######## design 1 ########
==> src/rtl/bq_pwrmon_pkg.sv <==
// Shared types and width helpers for the windowed power monitor.
package bq_pwrmon_pkg;

   typedef enum logic [1:0] {IDLE, FILL, ACCUM} state_t;

   localparam int unsigned FILL_LEN = 3;

   function automatic int unsigned acc_bits(input int unsigned nsamp, input int unsigned nbits,
                                            input int unsigned wlog2);
      return 2*nbits - 1 + $clog2(nsamp) + wlog2;
   endfunction

   function automatic int unsigned cnt_bits(input int unsigned nsamp, input int unsigned wlog2);
      return $clog2(nsamp) + wlog2 + 1;
   endfunction

   function automatic int unsigned sum_bits(input int unsigned nsamp, input int unsigned nbits);
      return 2*nbits - 1 + $clog2(nsamp);
   endfunction

   function automatic int unsigned pop_bits(input int unsigned nsamp);
      return $clog2(nsamp) + 1;
   endfunction

endpackage

==> src/rtl/bq_power_monitor_if.sv <==
// Sample bus in, per-window power/over/peak results out.
interface bq_power_monitor_if
   import bq_pwrmon_pkg::*;
#(
   parameter int unsigned NSAMP       = 8,
   parameter int unsigned NBITS       = 12,
   parameter int unsigned WINDOW_LOG2 = 10
);
   localparam int unsigned ACCBITS = acc_bits(NSAMP, NBITS, WINDOW_LOG2);
   localparam int unsigned CNTBITS = cnt_bits(NSAMP, WINDOW_LOG2);

   logic [NBITS*NSAMP-1:0] dat_i;
   logic                   run_i;
   logic [NBITS-1:0]       thresh_i;
   logic [ACCBITS-1:0]     power_o;
   logic [CNTBITS-1:0]     over_o;
   logic [NBITS-1:0]       peak_o;
   logic                   done_o;

   modport master (output dat_i, run_i, thresh_i, input power_o, over_o, peak_o, done_o);
   modport slave  (input dat_i, run_i, thresh_i, output power_o, over_o, peak_o, done_o);

endinterface

==> src/rtl/bq_pwrmon_sq_tree.sv <==
// Three-stage front end: |x| and threshold flags, squares/popcount/max, sum of squares.
// Peak path exists only when BQ_PWRMON_PEAK_EN is defined.
module bq_pwrmon_sq_tree
   import bq_pwrmon_pkg::*;
#(
   parameter int unsigned NSAMP = 8,
   parameter int unsigned NBITS = 12
) (
   input  logic                                 aclk,
   input  logic                                 rst_i,
   input  logic [NBITS*NSAMP-1:0]               dat_i,
   input  logic [NBITS-1:0]                     thresh_i,
   output logic [sum_bits(NSAMP, NBITS)-1:0]    sum_o,
   output logic [pop_bits(NSAMP)-1:0]           over_o
`ifdef BQ_PWRMON_PEAK_EN
   ,output logic [NBITS-1:0]                    peak_o
`endif
);

   localparam int unsigned PW   = 2*NBITS;
   localparam int unsigned SQW  = 2*NBITS - 1;
   localparam int unsigned SUMW = sum_bits(NSAMP, NBITS);
   localparam int unsigned POPW = pop_bits(NSAMP);

   logic [NBITS-1:0] mag_d [NSAMP];
   logic [NBITS-1:0] mag_q [NSAMP];
   logic [NSAMP-1:0] flag_d, flag_q;
   logic [SQW-1:0]   sq_d  [NSAMP];
   logic [SQW-1:0]   sq_q  [NSAMP];
   logic [POPW-1:0]  pop_d, pop_q, pop2_q;
   logic [SUMW-1:0]  sum_d, sum_q;
`ifdef BQ_PWRMON_PEAK_EN
   logic [NBITS-1:0] pk_d, pk_q, pk2_q;
`endif

   // Negating -2^(NBITS-1) wraps to the same bit pattern, which reads as 2^(NBITS-1) unsigned.
   always_comb begin
      for (int unsigned i = 0; i < NSAMP; i++) begin
         mag_d[i]  = dat_i[NBITS*i + NBITS - 1] ? -dat_i[NBITS*i +: NBITS] : dat_i[NBITS*i +: NBITS];
         flag_d[i] = mag_d[i] > thresh_i;
      end
   end

   always_comb begin
      pop_d = '0;
`ifdef BQ_PWRMON_PEAK_EN
      pk_d  = '0;
`endif
      for (int unsigned i = 0; i < NSAMP; i++) begin
         sq_d[i] = SQW'(PW'(mag_q[i]) * PW'(mag_q[i]));
         pop_d   = pop_d + POPW'(flag_q[i]);
`ifdef BQ_PWRMON_PEAK_EN
         if (mag_q[i] > pk_d) pk_d = mag_q[i];
`endif
      end
   end

   always_comb begin
      sum_d = '0;
      for (int unsigned i = 0; i < NSAMP; i++) begin
         sum_d = sum_d + SUMW'(sq_q[i]);
      end
   end

   always_ff @(posedge aclk) begin
      if (rst_i) begin
         for (int unsigned i = 0; i < NSAMP; i++) begin
            mag_q[i] <= '0;
            sq_q[i]  <= '0;
         end
         flag_q <= '0;
         pop_q  <= '0;
         pop2_q <= '0;
         sum_q  <= '0;
`ifdef BQ_PWRMON_PEAK_EN
         pk_q   <= '0;
         pk2_q  <= '0;
`endif
      end else begin
         for (int unsigned i = 0; i < NSAMP; i++) begin
            mag_q[i] <= mag_d[i];
            sq_q[i]  <= sq_d[i];
         end
         flag_q <= flag_d;
         pop_q  <= pop_d;
         pop2_q <= pop_q;
         sum_q  <= sum_d;
`ifdef BQ_PWRMON_PEAK_EN
         pk_q   <= pk_d;
         pk2_q  <= pk_q;
`endif
      end
   end

   assign sum_o  = sum_q;
   assign over_o = pop2_q;
`ifdef BQ_PWRMON_PEAK_EN
   assign peak_o = pk2_q;
`endif

endmodule

==> src/rtl/bq_power_monitor.sv <==
// Windowed power monitor top: FSM, window counter, accumulators, result registers.
// Define BQ_PWRMON_PEAK_EN to build peak tracking; otherwise peak_o is tied to 0.
module bq_power_monitor
   import bq_pwrmon_pkg::*;
#(
   parameter int unsigned NSAMP       = 8,
   parameter int unsigned NBITS       = 12,
   parameter int unsigned WINDOW_LOG2 = 10
) (
   input  logic                aclk,
   input  logic                rst_i,
   bq_power_monitor_if.slave   bus
);

   localparam int unsigned ACCBITS = acc_bits(NSAMP, NBITS, WINDOW_LOG2);
   localparam int unsigned CNTBITS = cnt_bits(NSAMP, WINDOW_LOG2);
   localparam int unsigned SUMW    = sum_bits(NSAMP, NBITS);
   localparam int unsigned POPW    = pop_bits(NSAMP);
   localparam int unsigned FCW     = $clog2(FILL_LEN);

   state_t                 state_q, state_d;
   logic [FCW-1:0]         fcnt_q, fcnt_d;
   logic [WINDOW_LOG2-1:0] wcnt_q, wcnt_d;
   logic [ACCBITS-1:0]     pacc_q, pacc_d, power_q, power_d;
   logic [CNTBITS-1:0]     oacc_q, oacc_d, over_q, over_d;
   logic                   done_q, done_d;
   logic [SUMW-1:0]        tree_sum;
   logic [POPW-1:0]        tree_over;
`ifdef BQ_PWRMON_PEAK_EN
   logic [NBITS-1:0]       kacc_q, kacc_d, peak_q, peak_d, tree_peak;
`endif

   bq_pwrmon_sq_tree #(
      .NSAMP (NSAMP),
      .NBITS (NBITS)
   ) u_sq_tree (
      .aclk     (aclk),
      .rst_i    (rst_i),
      .dat_i    (bus.dat_i),
      .thresh_i (bus.thresh_i),
      .sum_o    (tree_sum),
      .over_o   (tree_over)
`ifdef BQ_PWRMON_PEAK_EN
      ,.peak_o  (tree_peak)
`endif
   );

   always_comb begin
      state_d = state_q;
      case (state_q)
         IDLE:    if (bus.run_i) state_d = FILL;
         FILL:    if (!bus.run_i) state_d = IDLE;
                  else if (fcnt_q == FCW'(FILL_LEN - 1)) state_d = ACCUM;
         ACCUM:   if (!bus.run_i) state_d = IDLE;
         default: state_d = IDLE;
      endcase
   end

   // Leaving FILL loads the first sample exactly like a window wrap, so every window
   // starts with a reload and the terminal count only ever sees complete windows.
   always_comb begin
      fcnt_d  = fcnt_q;
      wcnt_d  = wcnt_q;
      pacc_d  = pacc_q;
      oacc_d  = oacc_q;
      power_d = power_q;
      over_d  = over_q;
      done_d  = 1'b0;
`ifdef BQ_PWRMON_PEAK_EN
      kacc_d  = kacc_q;
      peak_d  = peak_q;
`endif
      case (state_q)
         IDLE: fcnt_d = '0;
         FILL: begin
            fcnt_d = fcnt_q + FCW'(1);
            if (state_d == ACCUM) begin
               pacc_d = ACCBITS'(tree_sum);
               oacc_d = CNTBITS'(tree_over);
               wcnt_d = '0;
`ifdef BQ_PWRMON_PEAK_EN
               kacc_d = tree_peak;
`endif
            end
         end
         ACCUM: begin
            if (state_d == ACCUM) begin
               if (wcnt_q == '1) begin
                  power_d = pacc_q;
                  over_d  = oacc_q;
                  done_d  = 1'b1;
                  pacc_d  = ACCBITS'(tree_sum);
                  oacc_d  = CNTBITS'(tree_over);
                  wcnt_d  = '0;
`ifdef BQ_PWRMON_PEAK_EN
                  peak_d  = kacc_q;
                  kacc_d  = tree_peak;
`endif
               end else begin
                  pacc_d  = pacc_q + ACCBITS'(tree_sum);
                  oacc_d  = oacc_q + CNTBITS'(tree_over);
                  wcnt_d  = wcnt_q + WINDOW_LOG2'(1);
`ifdef BQ_PWRMON_PEAK_EN
                  if (tree_peak > kacc_q) kacc_d = tree_peak;
`endif
               end
            end
         end
         default: ;
      endcase
      if (state_d == IDLE) begin
         fcnt_d = '0;
         wcnt_d = '0;
         pacc_d = '0;
         oacc_d = '0;
`ifdef BQ_PWRMON_PEAK_EN
         kacc_d = '0;
`endif
      end
   end

   always_ff @(posedge aclk) begin
      if (rst_i) begin
         state_q <= IDLE;
         fcnt_q  <= '0;
         wcnt_q  <= '0;
         pacc_q  <= '0;
         oacc_q  <= '0;
         power_q <= '0;
         over_q  <= '0;
         done_q  <= 1'b0;
`ifdef BQ_PWRMON_PEAK_EN
         kacc_q  <= '0;
         peak_q  <= '0;
`endif
      end else begin
         state_q <= state_d;
         fcnt_q  <= fcnt_d;
         wcnt_q  <= wcnt_d;
         pacc_q  <= pacc_d;
         oacc_q  <= oacc_d;
         power_q <= power_d;
         over_q  <= over_d;
         done_q  <= done_d;
`ifdef BQ_PWRMON_PEAK_EN
         kacc_q  <= kacc_d;
         peak_q  <= peak_d;
`endif
      end
   end

   assign bus.power_o = power_q;
   assign bus.over_o  = over_q;
   assign bus.done_o  = done_q;
`ifdef BQ_PWRMON_PEAK_EN
   assign bus.peak_o  = peak_q;
`else
   assign bus.peak_o  = '0;
`endif

endmodule

==> src/flat_wrapper.sv <==
// flat-port wrapper written by rule: the top's interface ports become plain ports
module bq_power_monitor_flat import bq_pwrmon_pkg::*;
#(
   parameter int unsigned NSAMP       = 8,
   parameter int unsigned NBITS       = 12,
   parameter int unsigned WINDOW_LOG2 = 10
)
  (aclk, rst_i, bus_dat_i, bus_run_i, bus_thresh_i, bus_power_o, bus_over_o, bus_peak_o, bus_done_o);
  bq_power_monitor_if #(.NSAMP(NSAMP), .NBITS(NBITS), .WINDOW_LOG2(WINDOW_LOG2)) bus_i ();
  input  logic aclk;
  input  logic rst_i;
  input wire logic [$bits(bus_i.dat_i)-1:0] bus_dat_i;
  input wire logic [$bits(bus_i.run_i)-1:0] bus_run_i;
  input wire logic [$bits(bus_i.thresh_i)-1:0] bus_thresh_i;
  output wire logic [$bits(bus_i.power_o)-1:0] bus_power_o;
  output wire logic [$bits(bus_i.over_o)-1:0] bus_over_o;
  output wire logic [$bits(bus_i.peak_o)-1:0] bus_peak_o;
  output wire logic [$bits(bus_i.done_o)-1:0] bus_done_o;
  assign bus_i.dat_i = bus_dat_i;
  assign bus_i.run_i = bus_run_i;
  assign bus_i.thresh_i = bus_thresh_i;
  assign bus_power_o = bus_i.power_o;
  assign bus_over_o = bus_i.over_o;
  assign bus_peak_o = bus_i.peak_o;
  assign bus_done_o = bus_i.done_o;
  bq_power_monitor #(.NSAMP(NSAMP), .NBITS(NBITS), .WINDOW_LOG2(WINDOW_LOG2)) u_core (.aclk(aclk), .rst_i(rst_i), .bus(bus_i));
endmodule
==> config.mk <==
export PLATFORM = sky130hd
export DESIGN_NAME = bq_power_monitor_flat
export DESIGN_NICKNAME = d
export VERILOG_FILES = /design/src/rtl/bq_pwrmon_pkg.sv /design/src/rtl/bq_power_monitor_if.sv /design/src/rtl/bq_pwrmon_sq_tree.sv /design/src/rtl/bq_power_monitor.sv /design/src/flat_wrapper.sv
export SDC_FILE = /design/constraint.sdc
export NUM_CORES = 2
export LEC_CHECK = 0
export CAP_MARGIN = 15
export CORE_MARGIN = 1
export CORE_UTILIZATION = 29
export CTS_CLUSTER_DIAMETER = 200
export DETAILED_ROUTE_END_ITERATION = 8
export PLACE_DENSITY_LB_ADDON = 0.25
export SETUP_SLACK_MARGIN = 0.05
export SLEW_MARGIN = 20
export SYNTH_ARGS = -nofsm -noshare
export SYNTH_HDL_FRONTEND = slang
export SYNTH_HIERARCHICAL = 1
export SYNTH_SLANG_ARGS = --single-unit
==> constraint.sdc <==
create_clock -name aclk -period 15.1 [get_ports aclk]
set_clock_uncertainty 0.15 [all_clocks]
set_input_delay 4.53 -clock aclk [delete_from_list [all_inputs] [get_ports aclk]]
set_output_delay 4.53 -clock aclk [all_outputs]
set_load 0.005 [all_outputs]
Fig. 1: design 1, cells coloured by class
Scale: 1 px per um.
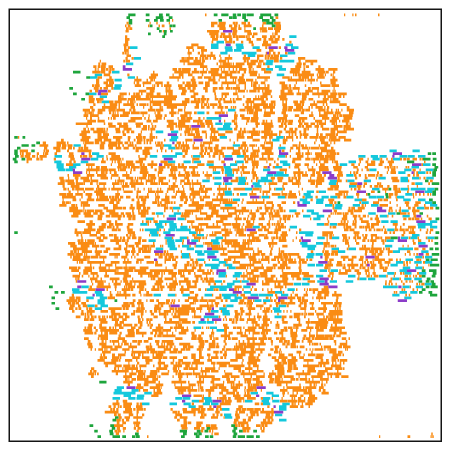
class	colour	cells	share of their area
sequential cells	cyan	429	15%
remaining buffers and delay cells	green	182	3.2%
combinational and other logic	orange	5,399	78%
clock drivers and dummy loads	purple	101	3.2%

==> out/metrics.yaml <==
cells_and_area:
  buffers: 182
power_and_ir_drop:
  clkPwrFrac_pct: 16.8
  p_per_area_nw_per_um2: 132.9
  switchingPower_mw: 3.759
place:
  port-buffer-count: 161
run_status:
  status: "completed"
clock_network:
  clock_latency_ns: 0.66
grt:
  grt_pass1_vias: 40250
  grt_antenna_before_repair: 1
worst_hold_path:
  min_from: "u_core/u_sq_tree/pop_q[2]"
  hold_path_end: "u_core/u_sq_tree/over_o[2]"
critical_path:
  reg2reg_from: "u_core/u_sq_tree/mag_q[1][40]"
final_timing:
  finalSetupViolCount: 0
  worst_slack_ns: 7.886
synth:
  yosysWarnings: 6
  netlist_area_sq_um: 53280
floorplan:
  io_pins: 174
  initial_core_util_pct: 29.35
routing by layer:
metal / global-route usage (%) / vias to the layer above / share of wire [%]
li1: - / 18980 / -
met1: 20.46 / 18990 / 47
met2: 24.85 / 564 / 47
met3: 1.647 / 136 / 3.5
met4: 4.247 / 2 / 2.8
met5: 0 / - / 0.0066
critical path: stages:
cell,delay [ns]
clkdlybuf4s50_1,0.49
nor3_1,0.38
nand3_1,0.18
or3_1,0.39
o31a_1,0.26
xor2_1,0.15
ha_1,0.30
a21o_1,0.17
a21o_1,0.18
a2111oi_0,0.44
nor3_1,0.08

######## design 2 ########
[src/rtl/ids_bus_arbiter_pkg.sv]
// rtl/ids_bus_arbiter_pkg.sv - shared bus types and master-index constants for the IDS arbiter
package ids_bus_arbiter_pkg;

   typedef enum logic [1:0] {
      IDLE     = 2'd0,
      GRANT    = 2'd1,
      HANDOVER = 2'd2
   } arb_state_t;

   localparam int MST_SPI  = 0;
   localparam int MST_DMEM = 1;
   localparam int MST_DMA  = 2;

   // Owner index is a fixed 2-bit field on the bus, so at most four requesters.
   localparam int OWNER_W = 2;

endpackage

[src/rtl/ids_bus_arbiter_if.sv]
// rtl/ids_bus_arbiter_if.sv - request/grant bundle between IDS bus masters and the arbiter
interface ids_bus_arbiter_if
   import ids_bus_arbiter_pkg::*;
#(
   parameter int N_REQ = 3
);
   logic [N_REQ-1:0]   i_req;
   logic               i_spi_prio;
   logic [N_REQ-1:0]   o_gnt;
   logic [OWNER_W-1:0] o_owner;
   logic               o_busy;
   logic               o_timeout;

   modport master (
      output i_req,
      output i_spi_prio,
      input  o_gnt,
      input  o_owner,
      input  o_busy,
      input  o_timeout
   );

   modport slave (
      input  i_req,
      input  i_spi_prio,
      output o_gnt,
      output o_owner,
      output o_busy,
      output o_timeout
   );
endinterface

[src/rtl/ids_bus_arbiter_rr_pick.sv]
// rtl/ids_bus_arbiter_rr_pick.sv - combinational round-robin picker, search starts after last_owner
module rr_pick #(
   parameter int N     = 3,
   parameter int IDX_W = 2
) (
   input  logic [N-1:0]     req,
   input  logic [IDX_W-1:0] last_owner,
   output logic [N-1:0]     gnt,
   output logic [IDX_W-1:0] idx
);
   int               cand;
   logic [IDX_W-1:0] c;
   logic             found;

   always_comb begin
      gnt   = '0;
      idx   = '0;
      found = 1'b0;
      cand  = 0;
      c     = '0;
      // i == N wraps back to last_owner itself, so a lone requester still wins.
      for (int i = 1; i <= N; i++) begin
         cand = int'(last_owner) + i;
         if (cand >= N) begin
            cand = cand - N;
         end
         c = IDX_W'(cand);
         if (!found && req[c]) begin
            found  = 1'b1;
            gnt[c] = 1'b1;
            idx    = c;
         end
      end
   end
endmodule

[src/rtl/ids_bus_arbiter.sv]
// rtl/ids_bus_arbiter.sv - non-preemptive bus arbiter with optional SPI priority and hold timeout
module ids_bus_arbiter
   import ids_bus_arbiter_pkg::*;
#(
   parameter int N_REQ    = 3,
   parameter int MAX_HOLD = 256
) (
   input logic              i_clk,
   input logic              i_rst_n,
   ids_bus_arbiter_if.slave bus
);
   localparam int                 CNT_W      = $clog2(MAX_HOLD) + 1;
   localparam logic [CNT_W-1:0]   HOLD_LIMIT = CNT_W'(MAX_HOLD);
   localparam logic [CNT_W-1:0]   HOLD_PRE   = CNT_W'(MAX_HOLD - 1);
   localparam logic [OWNER_W-1:0] LAST_RST   = OWNER_W'(N_REQ - 1);

   arb_state_t         state_q, state_d;
   logic [N_REQ-1:0]   gnt_q, gnt_d;
   logic [OWNER_W-1:0] owner_q, owner_d;
   logic [OWNER_W-1:0] last_q, last_d;
   logic [CNT_W-1:0]   cnt_q, cnt_d;
   logic               timeout_q, timeout_d;

   logic [N_REQ-1:0]   rr_gnt;
   logic [OWNER_W-1:0] rr_idx;
   logic               prio_win;
   logic               others_waiting;

   rr_pick #(
      .N     (N_REQ),
      .IDX_W (OWNER_W)
   ) u_rr_pick (
      .req        (bus.i_req),
      .last_owner (last_q),
      .gnt        (rr_gnt),
      .idx        (rr_idx)
   );

   assign prio_win       = bus.i_spi_prio & bus.i_req[MST_SPI];
   assign others_waiting = |(bus.i_req & ~gnt_q);

   always_comb begin
      state_d   = state_q;
      gnt_d     = gnt_q;
      owner_d   = owner_q;
      last_d    = last_q;
      cnt_d     = cnt_q;
      timeout_d = 1'b0;
      case (state_q)
         IDLE, HANDOVER: begin
            // Arbitration point: the only place i_spi_prio is looked at.
            if (|bus.i_req) begin
               state_d = GRANT;
               gnt_d   = prio_win ? N_REQ'(1) : rr_gnt;
               owner_d = prio_win ? OWNER_W'(MST_SPI) : rr_idx;
               last_d  = prio_win ? OWNER_W'(MST_SPI) : rr_idx;
               cnt_d   = '0;
            end else begin
               state_d = IDLE;
               gnt_d   = '0;
            end
         end
         GRANT: begin
            if (others_waiting && (cnt_q < HOLD_LIMIT)) begin
               cnt_d     = cnt_q + 1'b1;
               timeout_d = (cnt_q == HOLD_PRE);
            end
            if (!bus.i_req[owner_q]) begin
               state_d = HANDOVER;
               gnt_d   = '0;
            end
         end
         default: begin
            state_d = IDLE;
            gnt_d   = '0;
         end
      endcase
   end

   always_ff @(posedge i_clk) begin
      if (!i_rst_n) begin
         state_q   <= IDLE;
         gnt_q     <= '0;
         owner_q   <= '0;
         last_q    <= LAST_RST;
         cnt_q     <= '0;
         timeout_q <= 1'b0;
      end else begin
         state_q   <= state_d;
         gnt_q     <= gnt_d;
         owner_q   <= owner_d;
         last_q    <= last_d;
         cnt_q     <= cnt_d;
         timeout_q <= timeout_d;
      end
   end

   assign bus.o_gnt     = gnt_q;
   assign bus.o_owner   = owner_q;
   assign bus.o_busy    = |gnt_q;
   assign bus.o_timeout = timeout_q;

endmodule
[src/flat_wrapper.sv]
// flat-port wrapper written by rule: the top's interface ports become plain ports
module ids_bus_arbiter_flat import ids_bus_arbiter_pkg::*;
#(
   parameter int N_REQ    = 3,
   parameter int MAX_HOLD = 256
)
  (i_clk, i_rst_n, bus_i_req, bus_i_spi_prio, bus_o_gnt, bus_o_owner, bus_o_busy, bus_o_timeout);
  ids_bus_arbiter_if #(.N_REQ(N_REQ)) bus_i ();
  input logic i_clk;
  input logic i_rst_n;
  input wire logic [$bits(bus_i.i_req)-1:0] bus_i_req;
  input wire logic [$bits(bus_i.i_spi_prio)-1:0] bus_i_spi_prio;
  output wire logic [$bits(bus_i.o_gnt)-1:0] bus_o_gnt;
  output wire logic [$bits(bus_i.o_owner)-1:0] bus_o_owner;
  output wire logic [$bits(bus_i.o_busy)-1:0] bus_o_busy;
  output wire logic [$bits(bus_i.o_timeout)-1:0] bus_o_timeout;
  assign bus_i.i_req = bus_i_req;
  assign bus_i.i_spi_prio = bus_i_spi_prio;
  assign bus_o_gnt = bus_i.o_gnt;
  assign bus_o_owner = bus_i.o_owner;
  assign bus_o_busy = bus_i.o_busy;
  assign bus_o_timeout = bus_i.o_timeout;
  ids_bus_arbiter #(.N_REQ(N_REQ), .MAX_HOLD(MAX_HOLD)) u_core (.i_clk(i_clk), .i_rst_n(i_rst_n), .bus(bus_i));
endmodule
[config.mk]
export PLATFORM = sky130hd
export DESIGN_NAME = ids_bus_arbiter_flat
export DESIGN_NICKNAME = d
export VERILOG_FILES = /design/src/rtl/ids_bus_arbiter_pkg.sv /design/src/rtl/ids_bus_arbiter_if.sv /design/src/rtl/ids_bus_arbiter_rr_pick.sv /design/src/rtl/ids_bus_arbiter.sv /design/src/flat_wrapper.sv
export SDC_FILE = /design/constraint.sdc
export NUM_CORES = 1
export LEC_CHECK = 0
export ABC_AREA = 1
export CAP_MARGIN = 25
export CORE_MARGIN = 3
export CORE_UTILIZATION = 45
export DETAILED_ROUTE_END_ITERATION = 8
export GPL_ROUTABILITY_DRIVEN = 0
export PLACE_DENSITY = 0.66
export SYNTH_ARGS = -nofsm -noshare
export SYNTH_HDL_FRONTEND = slang
export SYNTH_SLANG_ARGS = --single-unit
[constraint.sdc]
create_clock -name i_clk -period 2.2 [get_ports i_clk]
set_input_delay 0.44 -clock i_clk [delete_from_list [all_inputs] [get_ports i_clk]]
set_output_delay 0.44 -clock i_clk [all_outputs]
set_load 0.02 [all_outputs]
Fig. 2: design 2, signal metal coverage by tile
Scale: 6 px per um. The die is cut into 12 by 12 equal tiles; dark purple is low, yellow is high, scaled to the fullest tile. Values are wire area over tile area, all layers added.
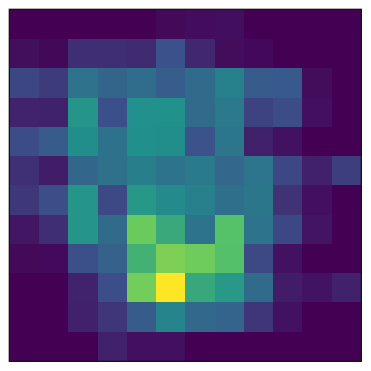
tiles over half the peak	10%
mean over tiles	0.13
fullest tile	0.59

==> out/metrics.yaml <==
cells_and_area:
  logic_area_sq_um: 752.0
  n_sequential_cell: 18
  logic_gates: 132
  antenna_cells: 0
  drive_gt1_share_pct: 15.50
  largest_register_ffs: 9
  comb_share_pct: 51.63
  inverters_excl_clock: 29
  lay_top_cells: "nand2_1, inv_1, dfxtp_1, nand3_1, clkdlybuf4s50_1"
  final-clk-cell-share_pct: 2.491
  nFillCells: 249
power_and_ir_drop:
  p_int_mw: 0.7931
  ir_drop_v: 0.0006085
  switching_share_pct: 46.62
  seq_power_mw: 0.404
  p_clk_mw: 0.203
  clkPwrFrac_pct: 13.7
route:
  wl_met3_um: 152
  vias: 1172
  drt_iter0_drc: 57
  dr_wl_met2_um: 1194
  route.detailed.drc: 0
  avgViaCountPerCell: 5.096
  wl_per_cell_um: 11.89
run_status:
  status: "completed"
clock_network:
  post_cts_resized: 0
  clock_latency_ns: 0.29
  path_clk_slew_ns: 0.11
  cts.sinks: 18
  hold_buffers: 0
floorplan:
  core_sq_um: 2545
  tap_cells: 30
  io_pins: 13
final_timing:
  post-route-min-period_ns: 1.907
  setup_tns_ns: 0
  finalSetupViolCount: 0
  relSlewSlack_pct: 79.54
  fin_skew_ns: 0.006800
synth:
  netlist_area_sq_um: 1237
  seq_area_frac_synth_pct: 29.12
  adder_share_pct: 8.089
  yosys-top-cells-area: "dfxtp_1, nand2_1, ha_1"
  yosysUniqueCellTypes: 29
  yosys_area_sq_um: 1237
  syn_inst: 181
  synthArstFlopShare_pct: 0
  xor_area_share_pct: 0.7078
place:
  dp_hpwl_um: 2245
worst_hold_path:
  hold_path_class: "flop to flop"
  whs_path_depth: 2
critical_path:
  cpPeakStageDelay_ns: 0.62
  reg2reg_from: "u_core.last_q[1]"
  timing.rr.end: "u_core.bus.o_owner[1]"
  critPathArrivalTime_ns: 1.47
  start_kind: "flop"
grt:
  grt_pass1_wl_um: 4781
-- per-stage QoR --
step                      instance area [sq um]  setup WS [ns]  hold slack [ns]  total power, mW  util [%]
after detailed placement                   1418         0.2257           0.4498            1.277     55.70
after global routing                       1456        0.06449           0.4925            1.623     57.23
final                                      1456         0.2933           0.4683            1.486     57.23
after CTS                                  1454         0.2654           0.4652            1.486     57.13
after floorplan                            1237         0.3860           0.4305            1.040         -
after global placement                     1418         0.2332           0.4432            1.272     55.70
-- worst max-delay path: cells and delay by family (launching register included) --
kind	cells	cell delay, ns
buf+inv	2	0.70
flops	1	0.37
simple gates	1	0.11

######## design 3 ########
Fig. 3: design 3, cells coloured by class
Scale: 4 px per um.
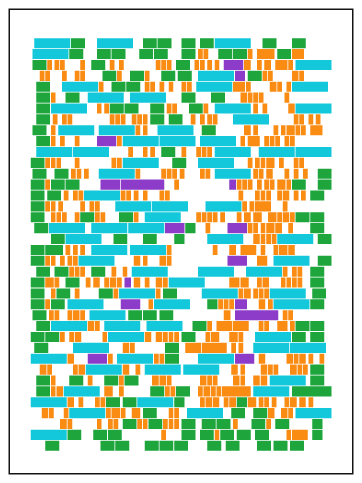
Fig. 4: design 3, clock routing
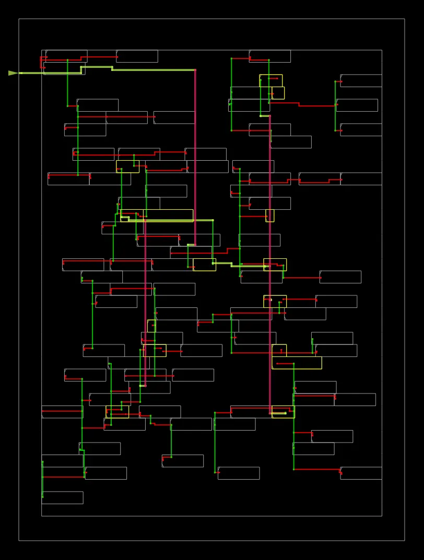
--- src/rtl/regfile_port_ctrl.sv ---
// regfile_port_ctrl: command-driven access controller for a 2-read/1-write register file.
//
// Accepts NOP/WRITE/READ2/MOVE commands over a valid/ready handshake and drives the
// register file write and read ports. READ2 results return over a second valid/ready
// handshake. MOVE reads src0 at accept and writes it to dst one cycle later.
//
// Ports:
//   clk, rst_n_i                 clock, asynchronous active-low reset
//   cmd_valid_i / cmd_ready_o    command handshake
//   cmd_op_i                     00 NOP, 01 WRITE, 10 READ2, 11 MOVE
//   cmd_dst_i, cmd_src0_i,
//   cmd_src1_i, cmd_data_i       command operands
//   rsp_valid_o / rsp_ready_i    response handshake
//   rsp_data0_o, rsp_data1_o     READ2 results
//   rf_wen_o, rf_wa_o, rf_wd_o   register file write port
//   rf_ra0_o, rf_ra1_o           register file read addresses
//   rf_rd0_i, rf_rd1_i           register file read data (combinational)
//   done_cnt_o                   completed non-NOP command count (wraps)
module regfile_port_ctrl #(
  parameter int unsigned W  = 16,
  parameter int unsigned AW = 4,
  parameter int unsigned CW = 16
) (
  input  logic          clk,
  input  logic          rst_n_i,
  input  logic          cmd_valid_i,
  output logic          cmd_ready_o,
  input  logic [1:0]    cmd_op_i,
  input  logic [AW-1:0] cmd_dst_i,
  input  logic [AW-1:0] cmd_src0_i,
  input  logic [AW-1:0] cmd_src1_i,
  input  logic [W-1:0]  cmd_data_i,
  output logic          rsp_valid_o,
  input  logic          rsp_ready_i,
  output logic [W-1:0]  rsp_data0_o,
  output logic [W-1:0]  rsp_data1_o,
  output logic          rf_wen_o,
  output logic [AW-1:0] rf_wa_o,
  output logic [W-1:0]  rf_wd_o,
  output logic [AW-1:0] rf_ra0_o,
  output logic [AW-1:0] rf_ra1_o,
  input  logic [W-1:0]  rf_rd0_i,
  input  logic [W-1:0]  rf_rd1_i,
  output logic [CW-1:0] done_cnt_o
);

  localparam logic [1:0] OpNop   = 2'b00;
  localparam logic [1:0] OpWrite = 2'b01;
  localparam logic [1:0] OpRead2 = 2'b10;
  localparam logic [1:0] OpMove  = 2'b11;

  typedef enum logic [1:0] {StIdle, StResp, StMoveWr} state_e;

  state_e        state_q;
  logic          rsp_valid_q;
  logic [W-1:0]  rsp_data0_q;
  logic [W-1:0]  rsp_data1_q;
  logic [AW-1:0] hold_addr_q;
  logic [W-1:0]  hold_data_q;
  logic [AW-1:0] ra0_q;
  logic [AW-1:0] ra1_q;
  logic [CW-1:0] done_cnt_q;

  logic idle;
  logic accept;

  assign idle        = (state_q == StIdle);
  // Gated by the reset pin so ready drops asynchronously while reset is held.
  assign cmd_ready_o = idle & rst_n_i;
  assign accept      = cmd_valid_i & cmd_ready_o;

  assign rsp_valid_o = rsp_valid_q;
  assign rsp_data0_o = rsp_data0_q;
  assign rsp_data1_o = rsp_data1_q;
  assign done_cnt_o  = done_cnt_q;

  // Read addresses follow the command bus while ready, otherwise hold the last accepted ones.
  assign rf_ra0_o = cmd_ready_o ? cmd_src0_i : ra0_q;
  assign rf_ra1_o = cmd_ready_o ? cmd_src1_i : ra1_q;

  // WRITE goes straight through on the accept cycle; MOVE writes from the hold registers.
  always_comb begin
    rf_wen_o = 1'b0;
    rf_wa_o  = '0;
    rf_wd_o  = '0;
    if (accept && (cmd_op_i == OpWrite)) begin
      rf_wen_o = 1'b1;
      rf_wa_o  = cmd_dst_i;
      rf_wd_o  = cmd_data_i;
    end else if (state_q == StMoveWr) begin
      rf_wen_o = 1'b1;
      rf_wa_o  = hold_addr_q;
      rf_wd_o  = hold_data_q;
    end
  end

  always_ff @(posedge clk or negedge rst_n_i) begin
    if (!rst_n_i) begin
      state_q     <= StIdle;
      rsp_valid_q <= 1'b0;
      rsp_data0_q <= '0;
      rsp_data1_q <= '0;
      hold_addr_q <= '0;
      hold_data_q <= '0;
      ra0_q       <= '0;
      ra1_q       <= '0;
      done_cnt_q  <= '0;
    end else begin
      case (state_q)
        StIdle: begin
          if (accept) begin
            ra0_q <= cmd_src0_i;
            ra1_q <= cmd_src1_i;
            unique case (cmd_op_i)
              OpNop: ;
              OpWrite: done_cnt_q <= done_cnt_q + CW'(1);
              OpRead2: begin
                rsp_data0_q <= rf_rd0_i;
                rsp_data1_q <= rf_rd1_i;
                rsp_valid_q <= 1'b1;
                state_q     <= StResp;
              end
              OpMove: begin
                hold_data_q <= rf_rd0_i;
                hold_addr_q <= cmd_dst_i;
                state_q     <= StMoveWr;
              end
            endcase
          end
        end
        StResp: begin
          if (rsp_ready_i) begin
            rsp_valid_q <= 1'b0;
            done_cnt_q  <= done_cnt_q + CW'(1);
            state_q     <= StIdle;
          end
        end
        StMoveWr: begin
          done_cnt_q <= done_cnt_q + CW'(1);
          state_q    <= StIdle;
        end
        default: state_q <= StIdle;
      endcase
    end
  end

endmodule

--- config.mk ---
export PLATFORM = sky130hd
export DESIGN_NAME = regfile_port_ctrl
export DESIGN_NICKNAME = d
export VERILOG_FILES = /design/src/rtl/regfile_port_ctrl.sv
export SDC_FILE = /design/constraint.sdc
export NUM_CORES = 1
export LEC_CHECK = 0
export ABC_AREA = 1
export CAP_MARGIN = 40
export CORE_ASPECT_RATIO = 1.4
export CORE_MARGIN = 5
export CORE_UTILIZATION = 48
export DETAILED_ROUTE_END_ITERATION = 16
export MAX_ROUTING_LAYER = met4
export PLACE_DENSITY_LB_ADDON = 0.05
export SYNTH_ARGS = -nofsm -noshare
export SYNTH_HDL_FRONTEND = slang
export SYNTH_SLANG_ARGS = --single-unit
--- constraint.sdc ---
create_clock -name clk -period 3.8 [get_ports clk]
set_input_delay 0.95 -clock clk [delete_from_list [all_inputs] [get_ports clk]]
set_output_delay 0.95 -clock clk [all_outputs]
set_load 0.02 [all_outputs]
==> out/metrics.yaml <==
power_and_ir_drop:
  top_power_group: "registers"
  p_comb_share_pct: 29.0
final_timing:
  hold_viol: 0
  holdWs_ns: 0.4833
  post-route-min-period_ns: 3.678
  clock.fmax_ghz: 0.2719
  rsz0062_at_grt: "no"
  slew_viol_final: 0
  worst_pin_slew_ns: 0.4922
critical_path:
  start_kind: "input pin"
  r2r_slack_ns: 1.79
  crit_end: "rf_wd_o[9]"
  cp-startpoint: "cmd_valid_i"
  reg2reg_from: "state_q[0]"
  crit_cells: 9
route:
  avgViaCountPerCell: 4.777
  route.detailed.drc: 0
grt:
  grt_overflow: 0
  grt_pass1_wl_um: 16390
  grt_usage_pct: 21.53
run_status:
  status: "completed"
synth:
  xor_area_share_pct: 1.142
  ys_sh_simple_pct: 32.41
  netlist_area_sq_um: 3834
  yosys_area_sq_um: 3834
  mux_area_share_pct: 0
  largest_area_cell: "dfrtp_1"
  top_logic_kind: "simple AND/OR/NAND/NOR gates"
  top_cell_area_share_pct: 51.57
floorplan:
  die_w_um: 85.53
  tap_cells: 100
cells_and_area:
  final_nets: 703
  lay_top_cells: "nand2_1, clkdlybuf4s50_1, dfrtp_1, inv_1, o21ai_1"
clock_network:
  tritoncts: "yes"
  path_clk_slew_ns: 0.08
  clockBufferDepth: 2
worst_hold_path:
  hold_path_end: "rsp_data1_o[9]"
place:
  dp_cells: 725
About Fig. 3:
class	colour	cells	share of their area
clock drivers and dummy loads	purple	15	3.9%
sequential cells	cyan	79	37%
combinational and other logic	orange	395	32%
remaining buffers and delay cells	green	151	28%
num rows: 38
fin util: 71.05%
flop share of the area: 35.68%
Core ar.: 7797 sq um
Final Cell Area: 5540 sq um

About Fig. 4:
Flops: 79
Layout Skew: 0.01011 ns
cts bufs inserted: 9

==> cell usage after synthesis (all sizes together) <==
library cell and count:
nand2 250, dfrtp 79, inv 46, o21ai 46, nor2 21, buf 14
nand3 14, nand4 7, xor2 4, clkbuf 3, nand3b 3, clkinv 1
ha 1, o22ai 1, xnor2 1
==> routing by layer <==
metal / vias up / global-route usage (%) / share of wire [%]
li1: 1795 / - / -
met1: 1629 / 24.00 / 40
met2: 93 / 36.83 / 52
met3: 18 / 5.192 / 5.4
met4: 0 / 8.976 / 3.0
met5: - / - / 0

######## design 4 ########
Fig. 5: design 4, signal metal coverage by tile
Scale: 2 px per um. The die is cut into 39 by 39 equal tiles; dark purple is low, yellow is high, scaled to the fullest tile. Values are wire area over tile area, all layers added.
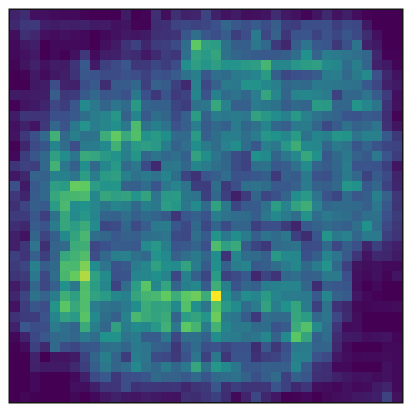
Fig. 6: design 4, cells coloured by class
Scale: 2 px per um.
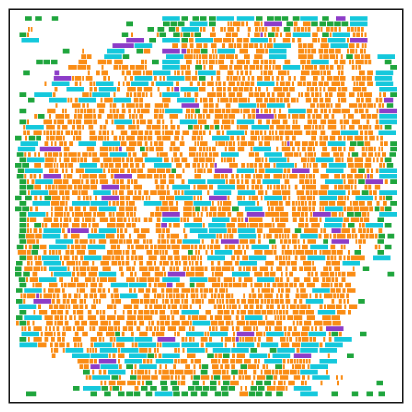
Fig. 7: design 4, sizing map
Scale: 1.5 px per um.
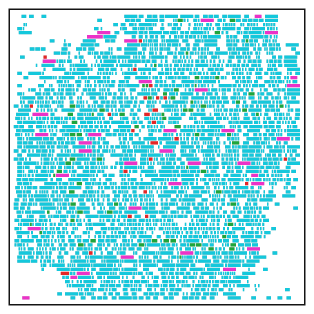
[src/rtl/step_ramp_ctrl.sv]
// Trapezoidal speed-profile sequencer driving a frq_divider; profile advances once per rising step edge,
// period updates are registered on the edge that samples the step; no backpressure, start ignored while busy.
module step_ramp_ctrl #(
    parameter int PERIOD_W = 35,
    parameter int STEP_W   = 24
) (
    input  logic                clk_in,
    input  logic                rst,
    input  logic                start,
    input  logic                abort,
    input  logic                dir_in,
    input  logic [STEP_W-1:0]   target_steps,
    input  logic [PERIOD_W-1:0] max_period,
    input  logic [PERIOD_W-1:0] min_period,
    input  logic [PERIOD_W-1:0] accel_inc,
    input  logic                step_in,
    output logic [PERIOD_W-1:0] time_to_count,
    output logic                div_rst_n,
    output logic                dir_out,
    output logic                busy,
    output logic                done,
    output logic                aborted,
    output logic [STEP_W-1:0]   step_count
);

    typedef enum logic [2:0] {
        S_IDLE   = 3'd0,
        S_ACCEL  = 3'd1,
        S_CRUISE = 3'd2,
        S_DECEL  = 3'd3,
        S_DONE   = 3'd4
    } state_t;

    state_t              state;
    logic                step_in_d;
    logic [STEP_W-1:0]   target_r;
    logic [STEP_W-1:0]   acc_cnt;
    logic [PERIOD_W-1:0] max_r;
    logic [PERIOD_W-1:0] min_r;
    logic [PERIOD_W-1:0] inc_r;

    logic                step_rise;
    logic [STEP_W-1:0]   cnt_nxt;
    logic [STEP_W-1:0]   rem;
    logic                rem_zero;
    logic                rem_le_acc;
    logic                dn_floor;
    logic [PERIOD_W:0]   up_sum;
    logic [PERIOD_W-1:0] per_up;
    logic [PERIOD_W-1:0] per_dn;
    logic [STEP_W-1:0]   abort_tgt;

    assign step_rise  = step_in & ~step_in_d;
    assign cnt_nxt    = step_count + STEP_W'(1);
    assign rem        = target_r - cnt_nxt;
    assign rem_zero   = (rem == '0);
    assign rem_le_acc = (rem <= acc_cnt);

    // Compare/sum one bit wider so a large accel_inc can neither underflow nor wrap.
    assign dn_floor = ({1'b0, time_to_count} <= ({1'b0, min_r} + {1'b0, inc_r}));
    assign up_sum   = {1'b0, time_to_count} + {1'b0, inc_r};
    assign per_up   = (up_sum >= {1'b0, max_r}) ? max_r : up_sum[PERIOD_W-1:0];
    assign per_dn   = time_to_count - inc_r;

    // acc_cnt+1 decel steps walk the period back up to max_r before stopping.
    assign abort_tgt = (step_rise ? cnt_nxt : step_count) + acc_cnt + STEP_W'(1);

    always_ff @(posedge clk_in or negedge rst) begin
        if (!rst) begin
            state         <= S_IDLE;
            step_in_d     <= 1'b0;
            target_r      <= '0;
            acc_cnt       <= '0;
            max_r         <= '0;
            min_r         <= '0;
            inc_r         <= '0;
            time_to_count <= '0;
            div_rst_n     <= 1'b0;
            dir_out       <= 1'b0;
            busy          <= 1'b0;
            done          <= 1'b0;
            aborted       <= 1'b0;
            step_count    <= '0;
        end else begin
            step_in_d <= step_in;
            done      <= 1'b0;
            case (state)
                S_IDLE: begin
                    if (start) begin
                        target_r   <= target_steps;
                        max_r      <= max_period;
                        min_r      <= (min_period > max_period) ? max_period : min_period;
                        inc_r      <= accel_inc;
                        dir_out    <= dir_in;
                        step_count <= '0;
                        acc_cnt    <= '0;
                        aborted    <= 1'b0;
                        busy       <= 1'b1;
                        if (target_steps == '0) begin
                            state <= S_DONE;
                        end else begin
                            time_to_count <= max_period;
                            div_rst_n     <= 1'b1;
                            state         <= S_ACCEL;
                        end
                    end
                end
                S_ACCEL, S_CRUISE: begin
                    if (step_rise)
                        step_count <= cnt_nxt;
                    if (abort)
                        aborted <= 1'b1;
                    if (step_rise && rem_zero) begin
                        state <= S_DONE;
                    end else if (abort) begin
                        target_r <= abort_tgt;
                        state    <= S_DECEL;
                    end else if (step_rise) begin
                        if (rem_le_acc) begin
                            time_to_count <= per_up;
                            state         <= S_DECEL;
                        end else if (state == S_ACCEL) begin
                            if (dn_floor) begin
                                time_to_count <= min_r;
                                state         <= S_CRUISE;
                            end else begin
                                time_to_count <= per_dn;
                                acc_cnt       <= acc_cnt + STEP_W'(1);
                            end
                        end
                    end
                end
                S_DECEL: begin
                    if (abort)
                        aborted <= 1'b1;
                    if (step_rise) begin
                        step_count    <= cnt_nxt;
                        time_to_count <= per_up;
                        if (rem_zero)
                            state <= S_DONE;
                    end
                end
                S_DONE: begin
                    done      <= 1'b1;
                    div_rst_n <= 1'b0;
                    busy      <= 1'b0;
                    state     <= S_IDLE;
                end
                default: state <= S_IDLE;
            endcase
        end
    end

endmodule

[config.mk]
export PLATFORM = sky130hd
export DESIGN_NAME = step_ramp_ctrl
export DESIGN_NICKNAME = d
export VERILOG_FILES = /design/src/rtl/step_ramp_ctrl.sv
export SDC_FILE = /design/constraint.sdc
export NUM_CORES = 1
export LEC_CHECK = 0
export CAP_MARGIN = 10
export CORE_MARGIN = 2
export CORE_UTILIZATION = 60
export DETAILED_ROUTE_END_ITERATION = 8
export GPL_ROUTABILITY_DRIVEN = 0
export PLACE_DENSITY = 0.84
export SETUP_SLACK_MARGIN = 0.1
export SKIP_LAST_GASP = 1
export SLEW_MARGIN = 20
export SYNTH_ARGS = -nofsm -noshare
export SYNTH_HDL_FRONTEND = slang
export SYNTH_SLANG_ARGS = --single-unit
[constraint.sdc]
create_clock -name clk_in -period 9.7 [get_ports clk_in]
set_clock_uncertainty 0.2 [all_clocks]
set_input_delay 1.94 -clock clk_in [delete_from_list [all_inputs] [get_ports clk_in]]
set_output_delay 1.94 -clock clk_in [all_outputs]
set_load 0.02 [all_outputs]
==> out/metrics.yaml <==
critical_path:
  end_kind: "flop"
  crit_end: "time_to_count[10]"
  crit_cells: 27
  reg2reg_from: "step_count[0]"
  r2r_slack_ns: 2.23
  cpPeakStageDelay_ns: 0.91
route:
  dr_wl_met2_um: 32120
  drt_iter0_drc: 2580
  avgViaCountPerCell: 6.629
  highest_layer: "met4"
final_timing:
  relSlewSlack_pct: 17.96
  clock.fmax_ghz: 0.1339
  post-route-min-period_ns: 7.468
  setup_tns_ns: 0
  finalSetupViolCount: 0
  hold_viol: 0
  fin_crit_sh_pct: 76.99
place:
  placed_cell_area_sq_um: 24290
  place_ws_ns: 2.349
  dp_hpwl_um: 54340
synth:
  syn_inst: 2766
  top_cell_area_share_pct: 25.00
  adder_share_pct: 16.35
  seq_area_frac_synth_pct: 25.00
  yosys_area_sq_um: 22120
  yosys-top-cells-area: "dfrtp_1, ha_1, o21ai_0"
  netlist_area_sq_um: 22120
  ys_sh_simple_pct: 18.09
  top_logic_kind: "AND-OR/OR-AND gates"
  yosysWarnings: 0
  aoi_share_pct: 23.46
  netlist_top_cells_count: "nand2_1, ha_1, o21ai_0, dfrtp_1, inv_1"
  ys_cells: 2766
  ys_ff: 221
  mux_area_share_pct: 4.333
grt:
  grt_overflow: 0
  grt_max_degree: 100
  met1_usage_pct: 47.27
  top_usage_layer: "met2"
cells_and_area:
  lay_top_cells: "nand2_1, ha_1, o21ai_0, dfrtp_1, inv_1"
  drive_gt1_share_pct: 4.553
  final_cells: 3367
worst_hold_path:
  hold_path_class: "flop to flop"
  whs_path_depth: 2
floorplan:
  io_pins: 199
  die_w_um: 196
  fp.dieH_um: 196
clock_network:
  hold_buffers: 0
  clockRootBuffer: "clkbuf_16"
  tritoncts: "yes"
run_status:
  status: "completed"
## Picture notes: Fig. 5
mean over tiles	0.33
fullest tile	1.1
tiles over half the peak	12%

## Picture notes: Fig. 6
class	colour	cells	share of their area
remaining buffers and delay cells	green	211	8.5%
sequential cells	cyan	221	22%
combinational and other logic	orange	2,417	65%
clock drivers and dummy loads	purple	50	3.8%
fin util: 69.22%
flop share of the area: 21.93%

## Picture notes: Fig. 7
size	colour	cells	share	most used
_2 cells	green	72	2.5%	mux2_2
_6 and larger	magenta	36	1.2%	clkbuf_16
_3 and _4 cells	red	24	0.83%	buf_4
_0 and _1 cells	cyan	2,767	95%	nand2_1

cell type report:
type	instances	area (sq um)
multi-input cells	2213	15330
fillers	2927	11210
flip-flops and latches	221	5530
repair buffers	211	2085
clock buffers	37	795.8
inverters	204	765.7
well taps	468	585.6
clock inverters	13	130.1
flip-flops by register name, indices dropped and copies added, names as in the netlist:
signal / cells
aborted: 1
target_r: 24
state: 3
inc_r: 35
acc_cnt: 24
dir_out: 1
step_count: 24
busy: 1
min_r: 35
time_to_count: 35
step_in_d: 1
div_rst_n: 1
max_r: 35
done: 1

######## design 5 ########
File: config.mk
export PLATFORM = sky130hd
export DESIGN_NAME = wb_regfile
export DESIGN_NICKNAME = d
export VERILOG_FILES = /design/src/rtl/mips_pkg.sv /design/src/rtl/wb_queue.sv /design/src/rtl/wb_regfile.sv
export SDC_FILE = /design/constraint.sdc
export NUM_CORES = 2
export LEC_CHECK = 0
export CAP_MARGIN = 20
export CELL_PAD_IN_SITES_DETAIL_PLACEMENT = 1
export CELL_PAD_IN_SITES_GLOBAL_PLACEMENT = 1
export CORE_MARGIN = 5
export CORE_UTILIZATION = 40
export DETAILED_ROUTE_END_ITERATION = 10
export PLACE_DENSITY_LB_ADDON = 0.12
export SYNTH_ARGS = -nofsm -noshare
export SYNTH_HDL_FRONTEND = slang
export SYNTH_HIERARCHICAL = 1
export SYNTH_SLANG_ARGS = --single-unit
File: constraint.sdc
create_clock -name clk -period 5 [get_ports clk]
set_clock_uncertainty 0.05 [all_clocks]
set_input_delay 1 -clock clk [delete_from_list [all_inputs] [get_ports clk]]
set_output_delay 1 -clock clk [all_outputs]
set_load 0.005 [all_outputs]
File: src/rtl/mips_pkg.sv
// Shared constants and the write-back queue entry type for the MIPS register datapath.
package mips_pkg;

    localparam int unsigned DATA_W   = 32;
    localparam int unsigned ADDR_W   = 5;
    localparam int unsigned NUM_REGS = 32;

    localparam logic [ADDR_W-1:0] REG_ZERO = 5'd0;

    typedef struct packed {
        logic [ADDR_W-1:0] addr;
        logic [DATA_W-1:0] data;
    } wb_entry_t;

endpackage

File: src/rtl/wb_queue.sv
// Circular FIFO of pending register writes.
// Two search ports return the youngest queued entry matching an address.
module wb_queue
    import mips_pkg::*;
#(
    parameter int unsigned Depth = 4
) (
    input  logic                           clk_i,
    input  logic                           reset_i,
    input  logic                           push_i,
    input  wb_entry_t                      entry_i,
    input  logic                           pop_i,
    output wb_entry_t                      head_o,
    output logic [$clog2(Depth+1)-1:0]     count_o,
    output logic                           full_o,
    output logic                           empty_o,
    input  logic [ADDR_W-1:0]              srch_a_i,
    output logic                           hit_a_o,
    output logic [DATA_W-1:0]              data_a_o,
    input  logic [ADDR_W-1:0]              srch_b_i,
    output logic                           hit_b_o,
    output logic [DATA_W-1:0]              data_b_o
);

    localparam int unsigned PtrW = $clog2(Depth);
    localparam int unsigned CntW = $clog2(Depth + 1);

    wb_entry_t         mem_q [Depth];
    logic [PtrW-1:0]   head_q, tail_q;
    logic [CntW-1:0]   count_q, count_d;
    logic [PtrW-1:0]   idx;

    // Occupancy next state: +1 push only, -1 pop only, else unchanged.
    always_comb begin
        count_d = count_q;
        if (push_i && !pop_i) begin
            count_d = count_q + 1'b1;
        end else if (!push_i && pop_i) begin
            count_d = count_q - 1'b1;
        end
    end

    // Pointer and count registers; pointers wrap naturally since Depth is a power of 2.
    always_ff @(posedge clk_i) begin
        if (reset_i) begin
            head_q  <= '0;
            tail_q  <= '0;
            count_q <= '0;
        end else begin
            if (push_i) tail_q <= tail_q + 1'b1;
            if (pop_i)  head_q <= head_q + 1'b1;
            count_q <= count_d;
        end
    end

    // Entry storage; contents are qualified by count so they need no reset.
    always_ff @(posedge clk_i) begin
        if (push_i) mem_q[tail_q] <= entry_i;
    end

    // Walk entries oldest to youngest from head so later matches override earlier ones.
    always_comb begin
        hit_a_o  = 1'b0;
        data_a_o = '0;
        hit_b_o  = 1'b0;
        data_b_o = '0;
        idx      = '0;
        for (int i = 0; i < Depth; i++) begin
            idx = head_q + PtrW'(i);
            if (CntW'(i) < count_q) begin
                if (mem_q[idx].addr == srch_a_i) begin
                    hit_a_o  = 1'b1;
                    data_a_o = mem_q[idx].data;
                end
                if (mem_q[idx].addr == srch_b_i) begin
                    hit_b_o  = 1'b1;
                    data_b_o = mem_q[idx].data;
                end
            end
        end
    end

    assign head_o  = mem_q[head_q];
    assign count_o = count_q;
    assign full_o  = (count_q == CntW'(Depth));
    assign empty_o = (count_q == '0);

endmodule

File: src/rtl/wb_regfile.sv
// 32 x 32-bit MIPS register file with a buffered write-back port.
// Accepted writes are queued, committed one per cycle, and forwarded to reads while pending.
module wb_regfile #(
    parameter int unsigned DEPTH  = 4,
    parameter int unsigned DATA_W = 32,
    parameter int unsigned ADDR_W = 5
) (
    input  logic                          clk,
    input  logic                          reset,
    input  logic                          wr_valid,
    output logic                          wr_ready,
    input  logic [ADDR_W-1:0]             wr_addr,
    input  logic [DATA_W-1:0]             wr_data,
    input  logic                          commit_en,
    input  logic [ADDR_W-1:0]             rd_addr_a,
    output logic [DATA_W-1:0]             rd_data_a,
    input  logic [ADDR_W-1:0]             rd_addr_b,
    output logic [DATA_W-1:0]             rd_data_b,
    output logic [$clog2(DEPTH+1)-1:0]    pending,
    output logic                          empty,
    output logic                          full
);

    import mips_pkg::*;

    logic               accept, push, pop;
    wb_entry_t          wr_entry, head_entry;
    logic               hit_a, hit_b;
    logic [DATA_W-1:0]  fwd_a, fwd_b;
    logic [DATA_W-1:0]  regs_q [NUM_REGS];

    assign wr_ready = !full;
    assign accept   = wr_valid && wr_ready && !reset;
    // Writes to r0 complete the handshake but are dropped here.
    assign push     = accept && (wr_addr != REG_ZERO);
    assign pop      = commit_en && !empty && !reset;

    assign wr_entry.addr = wr_addr;
    assign wr_entry.data = wr_data;

    wb_queue #(
        .Depth (DEPTH)
    ) u_queue (
        .clk_i    (clk),
        .reset_i  (reset),
        .push_i   (push),
        .entry_i  (wr_entry),
        .pop_i    (pop),
        .head_o   (head_entry),
        .count_o  (pending),
        .full_o   (full),
        .empty_o  (empty),
        .srch_a_i (rd_addr_a),
        .hit_a_o  (hit_a),
        .data_a_o (fwd_a),
        .srch_b_i (rd_addr_b),
        .hit_b_o  (hit_b),
        .data_b_o (fwd_b)
    );

    // Register array: cleared on reset, written from the queue head on commit.
    always_ff @(posedge clk) begin
        if (reset) begin
            for (int i = 0; i < NUM_REGS; i++) begin
                regs_q[i] <= '0;
            end
        end else if (pop && (head_entry.addr != REG_ZERO)) begin
            regs_q[head_entry.addr] <= head_entry.data;
        end
    end

    // Read muxes: r0 is hardwired zero, then youngest pending write, then the array.
    always_comb begin
        rd_data_a = regs_q[rd_addr_a];
        rd_data_b = regs_q[rd_addr_b];
        if (rd_addr_a == REG_ZERO) begin
            rd_data_a = '0;
        end else if (hit_a) begin
            rd_data_a = fwd_a;
        end
        if (rd_addr_b == REG_ZERO) begin
            rd_data_b = '0;
        end else if (hit_b) begin
            rd_data_b = fwd_b;
        end
    end

endmodule
Fig. 8: design 5, metal 3
Scale: 1 px per um. Cells faint in the background.
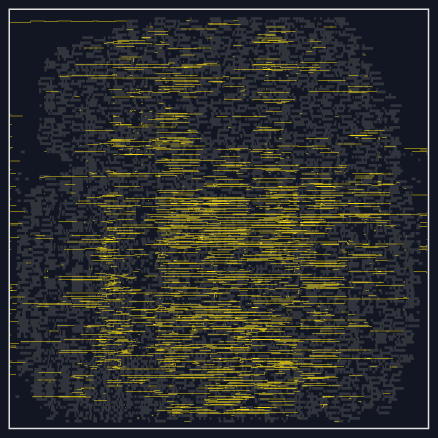
wire length on this layer	24.6 mm
nets with wire on the layer	782
main direction	horizontal
longest straight run	182 um
share of all routed wire	8.6%

Fig. 9: design 5, clock routing
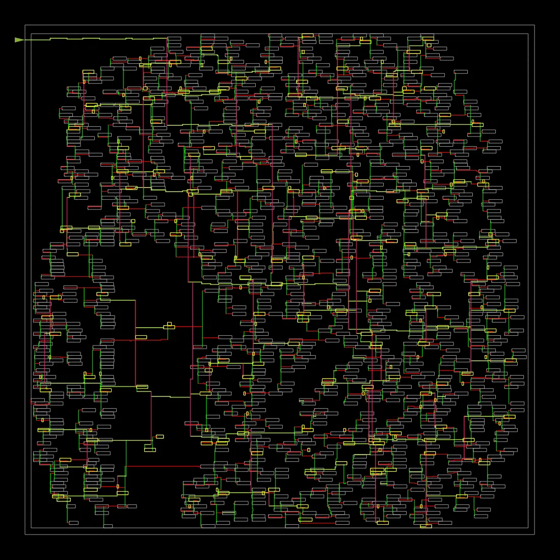
Sink Count: 1,181
cts bufs inserted: 140
P_clk: 10.2 mW

==> out/metrics.yaml <==
power_and_ir_drop:
  top_power_group: "registers"
  power.total_mw: 27.61
  ir_drop_v: 0.0004060
  p_leak_nw: 30.34
  seqPwrFrac_pct: 41.7
  switchingPower_mw: 8.107
  p_per_area_nw_per_um2: 337.1
synth:
  synthArstFlopShare_pct: 0
  mux_area_share_pct: 22.20
  seq_area_frac_synth_pct: 53.16
  ys_cells: 4870
  top_cell_area_share_pct: 52.89
  netlist_top_cells_count: "edfxtp_1, and2_1, mux4_2, mux2i_1, clkbuf_1"
  ff_type: "edfxtp_1"
  edf_count: 1172
  syn_area_per_cell_sq_um: 13.66
  syn_inst: 4870
  yosys_area_sq_um: 66540
  ys_sh_simple_pct: 13.85
  yosysWarnings: 6
  yosysUniqueCellTypes: 56
clock_network:
  clockBufferDepth: 3
  clockRootBuffer: "clkbuf_16"
cells_and_area:
  largest_register_ffs: 1024
  utilization_pct: 49.58
  drive_gt1_share_pct: 32.48
  lay_top_cells: "edfxtp_1, and2_1, buf_4, mux4_2, mux2i_1"
critical_path:
  crit_path_top_delay_cell: "mux4_2"
  crit_type: "flop to primary output"
  critPathMostFrequentCell: "buf_12"
  crit_chain: "buf_12 > mux4_2 > xnor2_2 > nand2_1 > or2_1 > buf_12 > buf_4 > nand3_4 > buf_6 > nor3_4 > buf_12 > buf_12 > buf_12 > a22o_1 > a31oi_1 > buf_4 > buf_6"
  crit_end: "rd_data_b[23]"
  cp_max_fo: 7
final_timing:
  worst_slack_ns: -0.2988
  finalSetupViolCount: 61
  relSlewSlack_pct: 33.71
  post-route-min-period_ns: 5.299
  hold_viol: 0
grt:
  grt_pass1_wl_um: 392100
  grt_antenna_before_repair: 16
route:
  drt.antenna.violating_nets: 0
  drt_iter0_drc: 6205
  route.detailed.drc: 0
  first_pass_iters: 5
  wl_met1_um: 113400
  highest_layer: "met5"
floorplan:
  row_count: 149
  die_w_um: 417.9
  dieArea_sq_um: 174600
  io_pins: 121
place:
  place_ws_ns: -0.7876
  dp_hpwl_um: 186600
  placed_cell_area_sq_um: 74400
job:
  warning_count: 35
run_status:
  status: "finished, violations left"
  violations: "setup timing"
Fig. 10: design 5, cells coloured by class
Scale: 1 px per um.
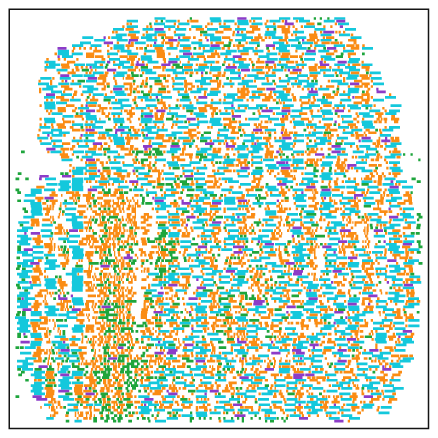
class	colour	cells	share of their area
clock drivers and dummy loads	purple	249	5.6%
combinational and other logic	orange	3,217	39%
remaining buffers and delay cells	green	794	11%
sequential cells	cyan	1,181	45%

-- layout make-up --
type	instances	area [sq um]	share of cell area, %
Timing Repair Buffer	794	8393	10.25
Clock inverter	74	631.9	0.7716
Tap cell	2189	2739	3.344
Sequential cell	1181	35390	43.21
Antenna cell	4	10.01	0.01222
Inverter	70	262.8	0.3209
Clock buffer	175	3784	4.620
Multi-Input combinational cell	3147	30690	37.47
-- timing repair --
item | in CTS | in global routing
buffers inserted | 105 | 25
cloned | 16 | 2
pin swaps | 119 | 74
hold buffers | 0 | 0
resized | 545 | 100
endpoints found under the setup margin | 64 | 64


==> notes/layouts.md <==
Pictures saved along the way, in no particular order.

Clock routing.
picture 1
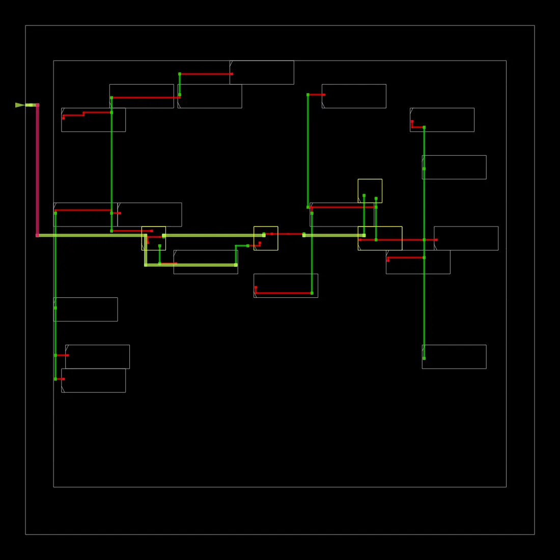
picture 2
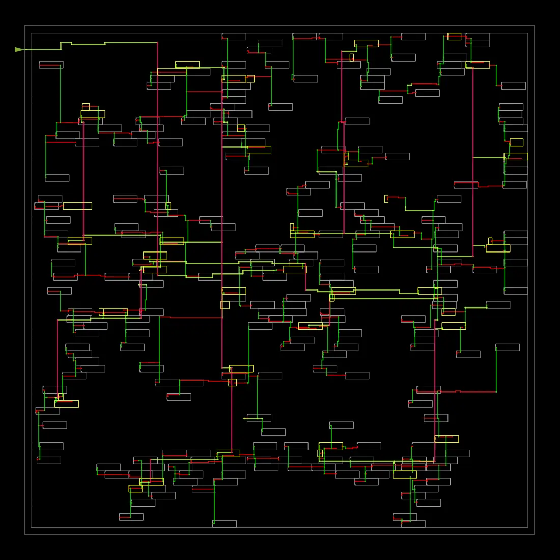
picture 3
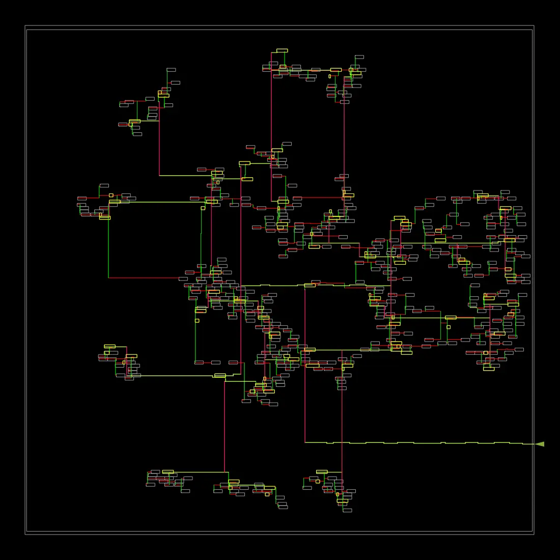
Picture 1 is design 2.
Picture 3 is design 1.
Picture 2 is design 4.
Of these, most sequential cells: picture 3
Of these, most clock buffers: picture 3

Power is estimated from default activity; no workload was simulated.
